######## design 1 ########
Fig. 1: design 1, routed clock nets over the placement
(6 px per um)
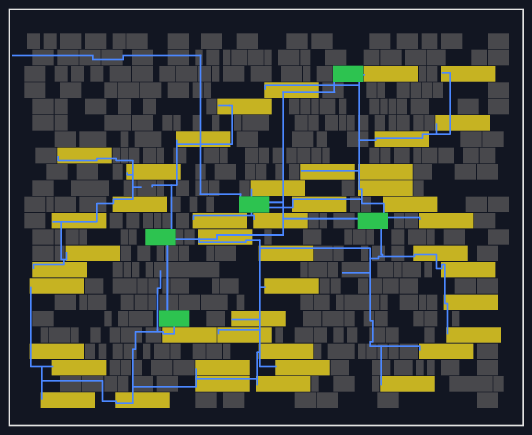

<file path="src/rtl/ControlUnit_def.sv">
// Shared instruction encodings for the 9-bit ISA: opcode in [8:6], funct in [2:0].
package ControlUnit_def;

   typedef enum logic [2:0] {
      R_ADD = 3'd0,
      R_SUB = 3'd1,
      R_AND = 3'd2,
      R_OR  = 3'd3,
      R_LD  = 3'd4,
      R_ST  = 3'd5,
      R_BR  = 3'd6,
      R_NEG = 3'd7
   } Opcode;

   localparam logic [2:0] FUN_HALT = 3'b111;

endpackage

</file>
<file path="src/rtl/FetchSequencer_def.sv">
// Fetch sequencer state encoding and the HALT decode built on the control-unit encodings.
package FetchSequencer_def;

   import ControlUnit_def::*;

   typedef enum logic [1:0] {
      IDLE  = 2'd0,
      FETCH = 2'd1,
      EXEC  = 2'd2,
      HALT  = 2'd3
   } FetchState;

   function automatic logic is_halt(input logic [8:0] instr);
      return (instr[8:6] == R_NEG) && (instr[2:0] == FUN_HALT);
   endfunction

endpackage

</file>
<file path="src/rtl/sat_counter.sv">
// Up-counter with synchronous clear that sticks at all-ones instead of wrapping.
module sat_counter #(
   parameter int W = 8
) (
   input  logic         clk,
   input  logic         rst_n,
   input  logic         clr,
   input  logic         en,
   output logic [W-1:0] count
);

   logic [W-1:0] count_q, count_d;

   always_comb begin
      count_d = count_q;
      if (clr) begin
         count_d = '0;
      end else if (en && (count_q != '1)) begin
         count_d = count_q + W'(1);
      end
   end

   always_ff @(posedge clk or negedge rst_n) begin
      if (!rst_n) begin
         count_q <= '0;
      end else begin
         count_q <= count_d;
      end
   end

   assign count = count_q;

endmodule

</file>
<file path="src/rtl/fetch_sequencer.sv">
// Two-phase (FETCH/EXEC) program sequencer: owns the PC, fetches from a sync ROM,
// resolves branches, detects HALT and keeps benchmark counters.
module fetch_sequencer
   import FetchSequencer_def::*;
#(
   parameter int              PC_W     = 10,
   parameter int              CNT_W    = 16,
   parameter logic [PC_W-1:0] RESET_PC = '0
) (
   input  logic             clk,
   input  logic             reset_n,
   input  logic             start,
   output logic [PC_W-1:0]  imem_addr,
   input  logic [8:0]       imem_data,
   output logic [8:0]       instruction,
   output logic             inst_valid,
   input  logic             ctrl_branch,
   input  logic             take_branch,
   input  logic [PC_W-1:0]  branch_target,
   output logic             busy,
   output logic             halted,
   output logic [PC_W-1:0]  pc,
   output logic [CNT_W-1:0] inst_count,
   output logic [CNT_W-1:0] cycle_count
);

   FetchState       state_q, state_d;
   logic [PC_W-1:0] pc_q, pc_d;
   logic            start_run;

   // start only has an effect from a resting state; mid-run pulses are dropped.
   assign start_run = start && ((state_q == IDLE) || (state_q == HALT));

   always_comb begin
      state_d = state_q;
      pc_d    = pc_q;
      case (state_q)
         IDLE, HALT: begin
            if (start) begin
               state_d = FETCH;
               pc_d    = RESET_PC;
            end
         end
         FETCH: begin
            state_d = EXEC;
         end
         EXEC: begin
            // On HALT the PC is left pointing at the HALT word itself.
            if (is_halt(imem_data)) begin
               state_d = HALT;
            end else begin
               state_d = FETCH;
               pc_d    = (ctrl_branch && take_branch) ? branch_target : pc_q + PC_W'(1);
            end
         end
         default: begin
            state_d = IDLE;
         end
      endcase
   end

   always_ff @(posedge clk or negedge reset_n) begin
      if (!reset_n) begin
         state_q <= IDLE;
         pc_q    <= RESET_PC;
      end else begin
         state_q <= state_d;
         pc_q    <= pc_d;
      end
   end

   assign imem_addr   = pc_q;
   assign inst_valid  = (state_q == EXEC);
   assign instruction = inst_valid ? imem_data : 9'd0;
   assign busy        = (state_q == FETCH) || (state_q == EXEC);
   assign halted      = (state_q == HALT);
   assign pc          = pc_q;

   sat_counter #(.W(CNT_W)) u_inst_count (
      .clk   (clk),
      .rst_n (reset_n),
      .clr   (start_run),
      .en    (inst_valid),
      .count (inst_count)
   );

   sat_counter #(.W(CNT_W)) u_cycle_count (
      .clk   (clk),
      .rst_n (reset_n),
      .clr   (start_run),
      .en    (busy),
      .count (cycle_count)
   );

endmodule

</file>
<file path="config.mk">
export PLATFORM = sky130hd
export DESIGN_NAME = fetch_sequencer
export DESIGN_NICKNAME = d
export VERILOG_FILES = /design/src/rtl/ControlUnit_def.sv /design/src/rtl/FetchSequencer_def.sv /design/src/rtl/sat_counter.sv /design/src/rtl/fetch_sequencer.sv
export SDC_FILE = /design/constraint.sdc
export NUM_CORES = 1
export LEC_CHECK = 0
export CORE_ASPECT_RATIO = 0.8
export CORE_MARGIN = 2
export CORE_UTILIZATION = 49
export CTS_CLUSTER_SIZE = 12
export DETAILED_ROUTE_END_ITERATION = 8
export GPL_TIMING_DRIVEN = 0
export PLACE_DENSITY_LB_ADDON = 0.12
export SLEW_MARGIN = 0
export SYNTH_ARGS = -nofsm -noshare
export SYNTH_HDL_FRONTEND = slang
export SYNTH_SLANG_ARGS = --single-unit
</file>
<file path="constraint.sdc">
create_clock -name clk -period 4.4 [get_ports clk]
set_input_delay 0.88 -clock clk [delete_from_list [all_inputs] [get_ports clk]]
set_output_delay 0.88 -clock clk [all_outputs]
set_load 0.1 [all_outputs]
</file>
######## design 2 ########
<file path="src/rtl/key_entry.sv">
// Debounced keypad entry: frame-based key qualification feeding a 4-digit BCD
// entry buffer with '*' (clear) and '#' (commit) handling.
module key_entry #(
    parameter int DEB_FRAMES = 4,
    parameter int MAX_DIGITS = 4
) (
    input  logic        clk,
    input  logic        rst,
    input  logic [3:0]  key_inp,
    output logic        key_event,
    output logic [3:0]  key_code,
    output logic [15:0] buf_bcd,
    output logic [2:0]  buf_len,
    output logic        entry_valid,
    output logic [15:0] entry_value,
    output logic [2:0]  entry_len,
    output logic        err
);

    localparam logic [3:0] C_STAR  = 4'd10;
    localparam logic [3:0] C_HASH  = 4'd11;
    localparam logic [3:0] C_NONE  = 4'd12;
    localparam logic [3:0] C_CONF  = 4'd13;
    localparam logic [3:0] DEB_CNT = 4'(DEB_FRAMES);
    localparam logic [2:0] MAX_LEN = 3'(MAX_DIGITS);

    typedef enum logic {S_IDLE, S_HELD} state_t;

    function automatic logic [3:0] sat_inc(input logic [3:0] v);
        return (v == 4'd15) ? v : v + 4'd1;
    endfunction

    // Fold one scanner sample into the running frame code.
    function automatic logic [3:0] merge_code(input logic [3:0] acc, input logic [3:0] k);
        if (k > C_HASH)   return acc;
        if (acc == C_NONE) return k;
        if (acc == k)      return acc;
        return C_CONF;
    endfunction

    state_t      r_state;
    logic [1:0]  r_cnt;
    logic [3:0]  r_acc_p0;
    logic [3:0]  r_prev;
    logic [3:0]  r_stable;
    logic        r_key_event;
    logic [3:0]  r_key_code;
    logic [15:0] r_buf_bcd;
    logic [2:0]  r_buf_len;
    logic        r_entry_valid;
    logic [15:0] r_entry_value;
    logic [2:0]  r_entry_len;
    logic        r_err;

    logic [3:0]  w_base;
    logic [3:0]  w_code;
    logic [3:0]  w_stable;
    logic        w_frame_end;
    logic        w_qual;
    logic        w_press;
    logic        w_release;

    // Stage p0: frame code accumulation and debounce qualification
    always_comb begin
        w_base      = (r_cnt == 2'd0) ? C_NONE : r_acc_p0;
        w_code      = merge_code(w_base, key_inp);
        w_frame_end = (r_cnt == 2'd3);
        w_stable    = (w_code == r_prev) ? sat_inc(r_stable) : 4'd1;
        w_qual      = (w_stable >= DEB_CNT);
        w_press     = w_frame_end && (r_state == S_IDLE) && (w_code <= C_HASH) && w_qual;
        w_release   = w_frame_end && (r_state == S_HELD) && (w_code == C_NONE) && w_qual;
    end

    // Stage p1: registered press FSM, event outputs and entry buffer
    always_ff @(posedge clk) begin
        if (rst) begin
            r_state       <= S_IDLE;
            r_cnt         <= 2'd0;
            r_acc_p0      <= C_NONE;
            r_prev        <= C_NONE;
            r_stable      <= 4'd0;
            r_key_event   <= 1'b0;
            r_key_code    <= C_NONE;
            r_buf_bcd     <= 16'h0000;
            r_buf_len     <= 3'd0;
            r_entry_valid <= 1'b0;
            r_entry_value <= 16'h0000;
            r_entry_len   <= 3'd0;
            r_err         <= 1'b0;
        end else begin
            r_cnt         <= r_cnt + 2'd1;
            r_acc_p0      <= w_code;
            r_key_event   <= 1'b0;
            r_entry_valid <= 1'b0;
            r_err         <= 1'b0;

            if (w_frame_end) begin
                r_prev   <= w_code;
                r_stable <= w_stable;
            end

            case (r_state)
                S_IDLE: if (w_press) r_state <= S_HELD;
                S_HELD: if (w_release) r_state <= S_IDLE;
                default: r_state <= S_IDLE;
            endcase

            if (w_press) begin
                r_key_event <= 1'b1;
                r_key_code  <= w_code;
                if (w_code == C_STAR) begin
                    r_buf_bcd <= 16'h0000;
                    r_buf_len <= 3'd0;
                end else if (w_code == C_HASH) begin
                    if (r_buf_len != 3'd0) begin
                        r_entry_value <= r_buf_bcd;
                        r_entry_len   <= r_buf_len;
                        r_entry_valid <= 1'b1;
                        r_buf_bcd     <= 16'h0000;
                        r_buf_len     <= 3'd0;
                    end else begin
                        r_err <= 1'b1;
                    end
                end else if (r_buf_len < MAX_LEN) begin
                    r_buf_bcd <= {r_buf_bcd[11:0], w_code};
                    r_buf_len <= r_buf_len + 3'd1;
                end else begin
                    r_err <= 1'b1;
                end
            end
        end
    end

    assign key_event   = r_key_event;
    assign key_code    = r_key_code;
    assign buf_bcd     = r_buf_bcd;
    assign buf_len     = r_buf_len;
    assign entry_valid = r_entry_valid;
    assign entry_value = r_entry_value;
    assign entry_len   = r_entry_len;
    assign err         = r_err;

endmodule

</file>
<file path="config.mk">
export PLATFORM = sky130hd
export DESIGN_NAME = key_entry
export DESIGN_NICKNAME = d
export VERILOG_FILES = /design/src/rtl/key_entry.sv
export SDC_FILE = /design/constraint.sdc
export NUM_CORES = 1
export LEC_CHECK = 0
export ABC_AREA = 1
export CELL_PAD_IN_SITES_DETAIL_PLACEMENT = 1
export CELL_PAD_IN_SITES_GLOBAL_PLACEMENT = 2
export CORE_AREA = 2 2 101 103
export DETAILED_ROUTE_END_ITERATION = 10
export DIE_AREA = 0 0 103 105
export PLACE_DENSITY_LB_ADDON = 0.1
export SETUP_SLACK_MARGIN = 0.2
export SLEW_MARGIN = 10
export SYNTH_ARGS = -nofsm -noshare
export SYNTH_HDL_FRONTEND = slang
export SYNTH_SLANG_ARGS = --single-unit
</file>
<file path="constraint.sdc">
create_clock -name clk -period 7.3 [get_ports clk]
set_input_delay 1.46 -clock clk [delete_from_list [all_inputs] [get_ports clk]]
set_output_delay 1.46 -clock clk [all_outputs]
set_load 0.01 [all_outputs]
</file>
Fig. 2: design 1, floorplan with the power grid
(4 px per um) Pins as bars on the die edge.
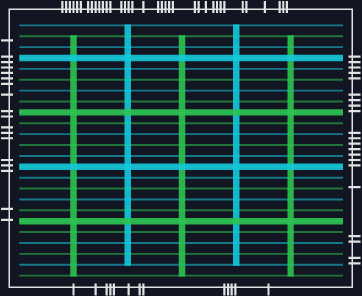
- VDD: cyan
- VSS: green
- rows: 23
- met5 straps: 4
- met4 straps: 5
- signal pins: 88
core area: 0.00506 mm^2
Die Span Y: 69.1 um

## Picture notes: Fig. 1
- flip-flops: yellow (count 44)
- cells driving clock nets: green (count 5)
- clock wires: blue (length 617 um)
- flops lie: spread over the die
- routed clock nets: 6
clock skew: 10.9 ps
Clk pwr share: 0.141
clk latency late pin: 310 ps
Clock net power: 0.341 mW

==> impl_metrics.json, design 1 <==
{
  "status": "finished, final reports clean",
  "layout_top_cell": "clkdlybuf4s50_1",
  "first_iter_violations": 178,
  "ys_cells": 298,
  "synthTopCellsByCount": "dfrtp_1, nand2_1, nor2_1, o21ai_0, a21oi_1",
  "rows": 23,
  "final_nets": 423,
  "timing.fmax_mhz": 273,
  "antenna_cells": 0,
  "final_antenna_net_count": 0,
  "openroad.warnings": 28,
  "wl_per_cell_um": 14.8,
  "maxPowerGroup": "combinational cells",
  "crit_type": "register to primary output",
  "vias": 2643,
  "lay_top_cells": "clkdlybuf4s50_1, dfrtp_1, nand2_1, nor2_1, o21ai_0",
  "sh_seq_area": 0.299,
  "setup_ws_ps": 736,
  "p_seq_frac": 0.241,
  "highest_layer": "met4",
  "nNonClkInverters": 6,
  "arrival_ps": 2780,
  "comb_area_mm2": 0.00137,
  "finalClockPeriodUsage": 0.833,
  "cp_max_fo": 10,
  "grt_usage": 0.237,
  "stdcell_count": 456,
  "grt_overflow": 0,
  "crit_path_end_kind": "primary output",
  "r2r_cells": 6,
  "critPathTopFamily": "buffers and inverters",
  "rr_startpoint": "u_cycle_count.count[0]",
  "ys_seq_share": 0.424,
  "tightest_slew_ps": 991,
  "crit_chain": "inv_1 -> ha_1 -> buf_2 -> clkbuf_1 -> and2_1 -> clkdlybuf4s50_1",
  "dp_cells": 448,
  "seq_cells": 44,
  "async_reset_ff_frac": 1.00,
  "grt_max_degree": 29,
  "cts-buffers-inserted": 5,
  "layout.area.seq_mm2": 0.00110,
  "drc": 0,
  "largest_class": "logic gates",
  "whs_ps": 482,
  "grt_setup_unrepaired": "no",
  "hold_viol": 0,
  "slowest_delay_ps": 1130
}
design 1: registers in the layout, indices dropped and copies added (netlist names):
register,cells
u_cycle_count.count,16
imem_addr,10
state_q,2
u_inst_count.count,16
design 1: kinds of logic (layout without fill, tap and decap cells):
kind of cell / after synthesis / after routing / share of synthesized area
AND-OR/OR-AND: 63 / 63 / 0.143
AND/OR/NAND/NOR: 143 / 143 / 0.291
XOR/XNOR: 13 / 13 / 0.0438
flip-flops: 44 / 44 / 0.424
adder cells (fa/ha/maj): 6 / 6 / 0.0289
buffers and inverters: 24 / 120 / 0.0496
multiplexers: 5 / 5 / 0.0193
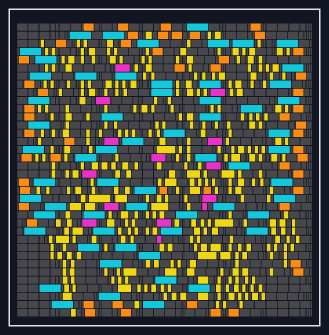
Fig. 3. Cells coloured by class (design 2).
(3 px per um) Fill, decap, tap and diode cells in grey.
- flip-flops: cyan (cells 60; share of their area 33%)
- all other logic: yellow (cells 352; share of their area 48%)
- other buffers and delay cells: orange (cells 52; share of their area 14%)
- clock drivers and dummy loads: magenta (cells 14; share of their area 4.8%)
Util after Layout: 0.392
Final Instance Area: 0.00378 mm^2
sequential cell area share: 0.318

==> impl_metrics.json, design 2 <==
{
  "via_per_inst": 4.67,
  "cts_tree": "built",
  "dp_slack_ps": 3000,
  "simple_gate_share": 0.426,
  "reg2reg_slack_ps": 4240,
  "drc": 0,
  "fill_cells": 1237,
  "grt_setup_unrepaired": "no",
  "hold_path_class": "register to register",
  "status": "finished, final reports clean",
  "yosys_area_mm2": 0.00302,
  "powerDensity_mw_per_mm2": 185,
  "arrival_ps": 4170,
  "crit_path_end_kind": "register",
  "p_leak_nw": 1.61,
  "finalSetupViolations": 0,
  "p_switching_mw": 0.193,
  "p_seq_mw": 0.338,
  "xor_share": 0.00580,
  "stdcell_count": 611,
  "clkTransAtPathRegs_ps": 70,
  "finClkSkew_ps": 10.0,
  "gp_congestion": 0.766,
  "yosys.area_share.adder": 0.0207,
  "drv_slew": 0,
  "portBuffers": 50,
  "worstReg2RegEnd": "entry_value[9]",
  "grt_pass1_vias": 2716,
  "hold_viol": 0,
  "fp_nets": 441,
  "comb_area_share": 0.404,
  "final_nets": 486,
  "numClockSinks": 60,
  "synthMuxAreaShare": 0,
  "hold_depth": 1,
  "grt_pass1_wl_um": 13800,
  "cts-buffers-inserted": 9,
  "hp-start": "r_cnt[0]",
  "synth.distinct_cells": 29,
  "syn_inst": 430,
  "drv_cap": 0,
  "cts-root-buf": "clkbuf_8",
  "die-area_mm2": 0.0108,
  "initCoreUtil": 0.313,
  "grt_overflow": 0,
  "die_w_um": 103,
  "ys_cells": 430,
  "finalSetupTns_ps": 0,
  "gr-max-usage-layer": "met2",
  "powerClk_mw": 0.272,
  "synth_flops": 60,
  "timing.slew.headroom": 0.471,
  "cp_data_required_time_ps": 7570,
  "largest_class": "logic gates"
}
-- design 2: how the worst max path moves through the flow --
stage,from,to,slack (ps),cells after the start
after global placement,key_inp[3],buf_bcd[13],3030,17
after global routing,key_inp[2],buf_bcd[8],3110,17
final,key_inp[2],buf_len[2],3390,17
after detailed placement,key_inp[2],buf_bcd[13],3000,17
after floorplan,key_inp[3],entry_value[14],4210,15
after CTS,key_inp[2],buf_bcd[13],3330,17


## Gallery

Wiring by layer.
(4 px per um) Only two layers are drawn.
(a)
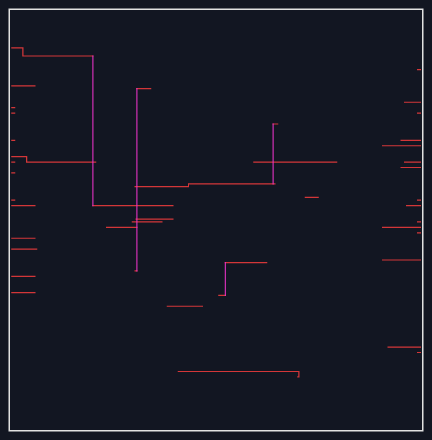
(b)
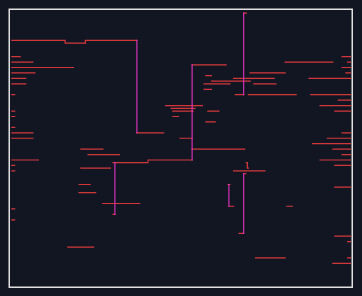
(a): design 2
(b): design 1
- largest die: (a)

No activity file was given, so power comes from the tool's default toggle rates.
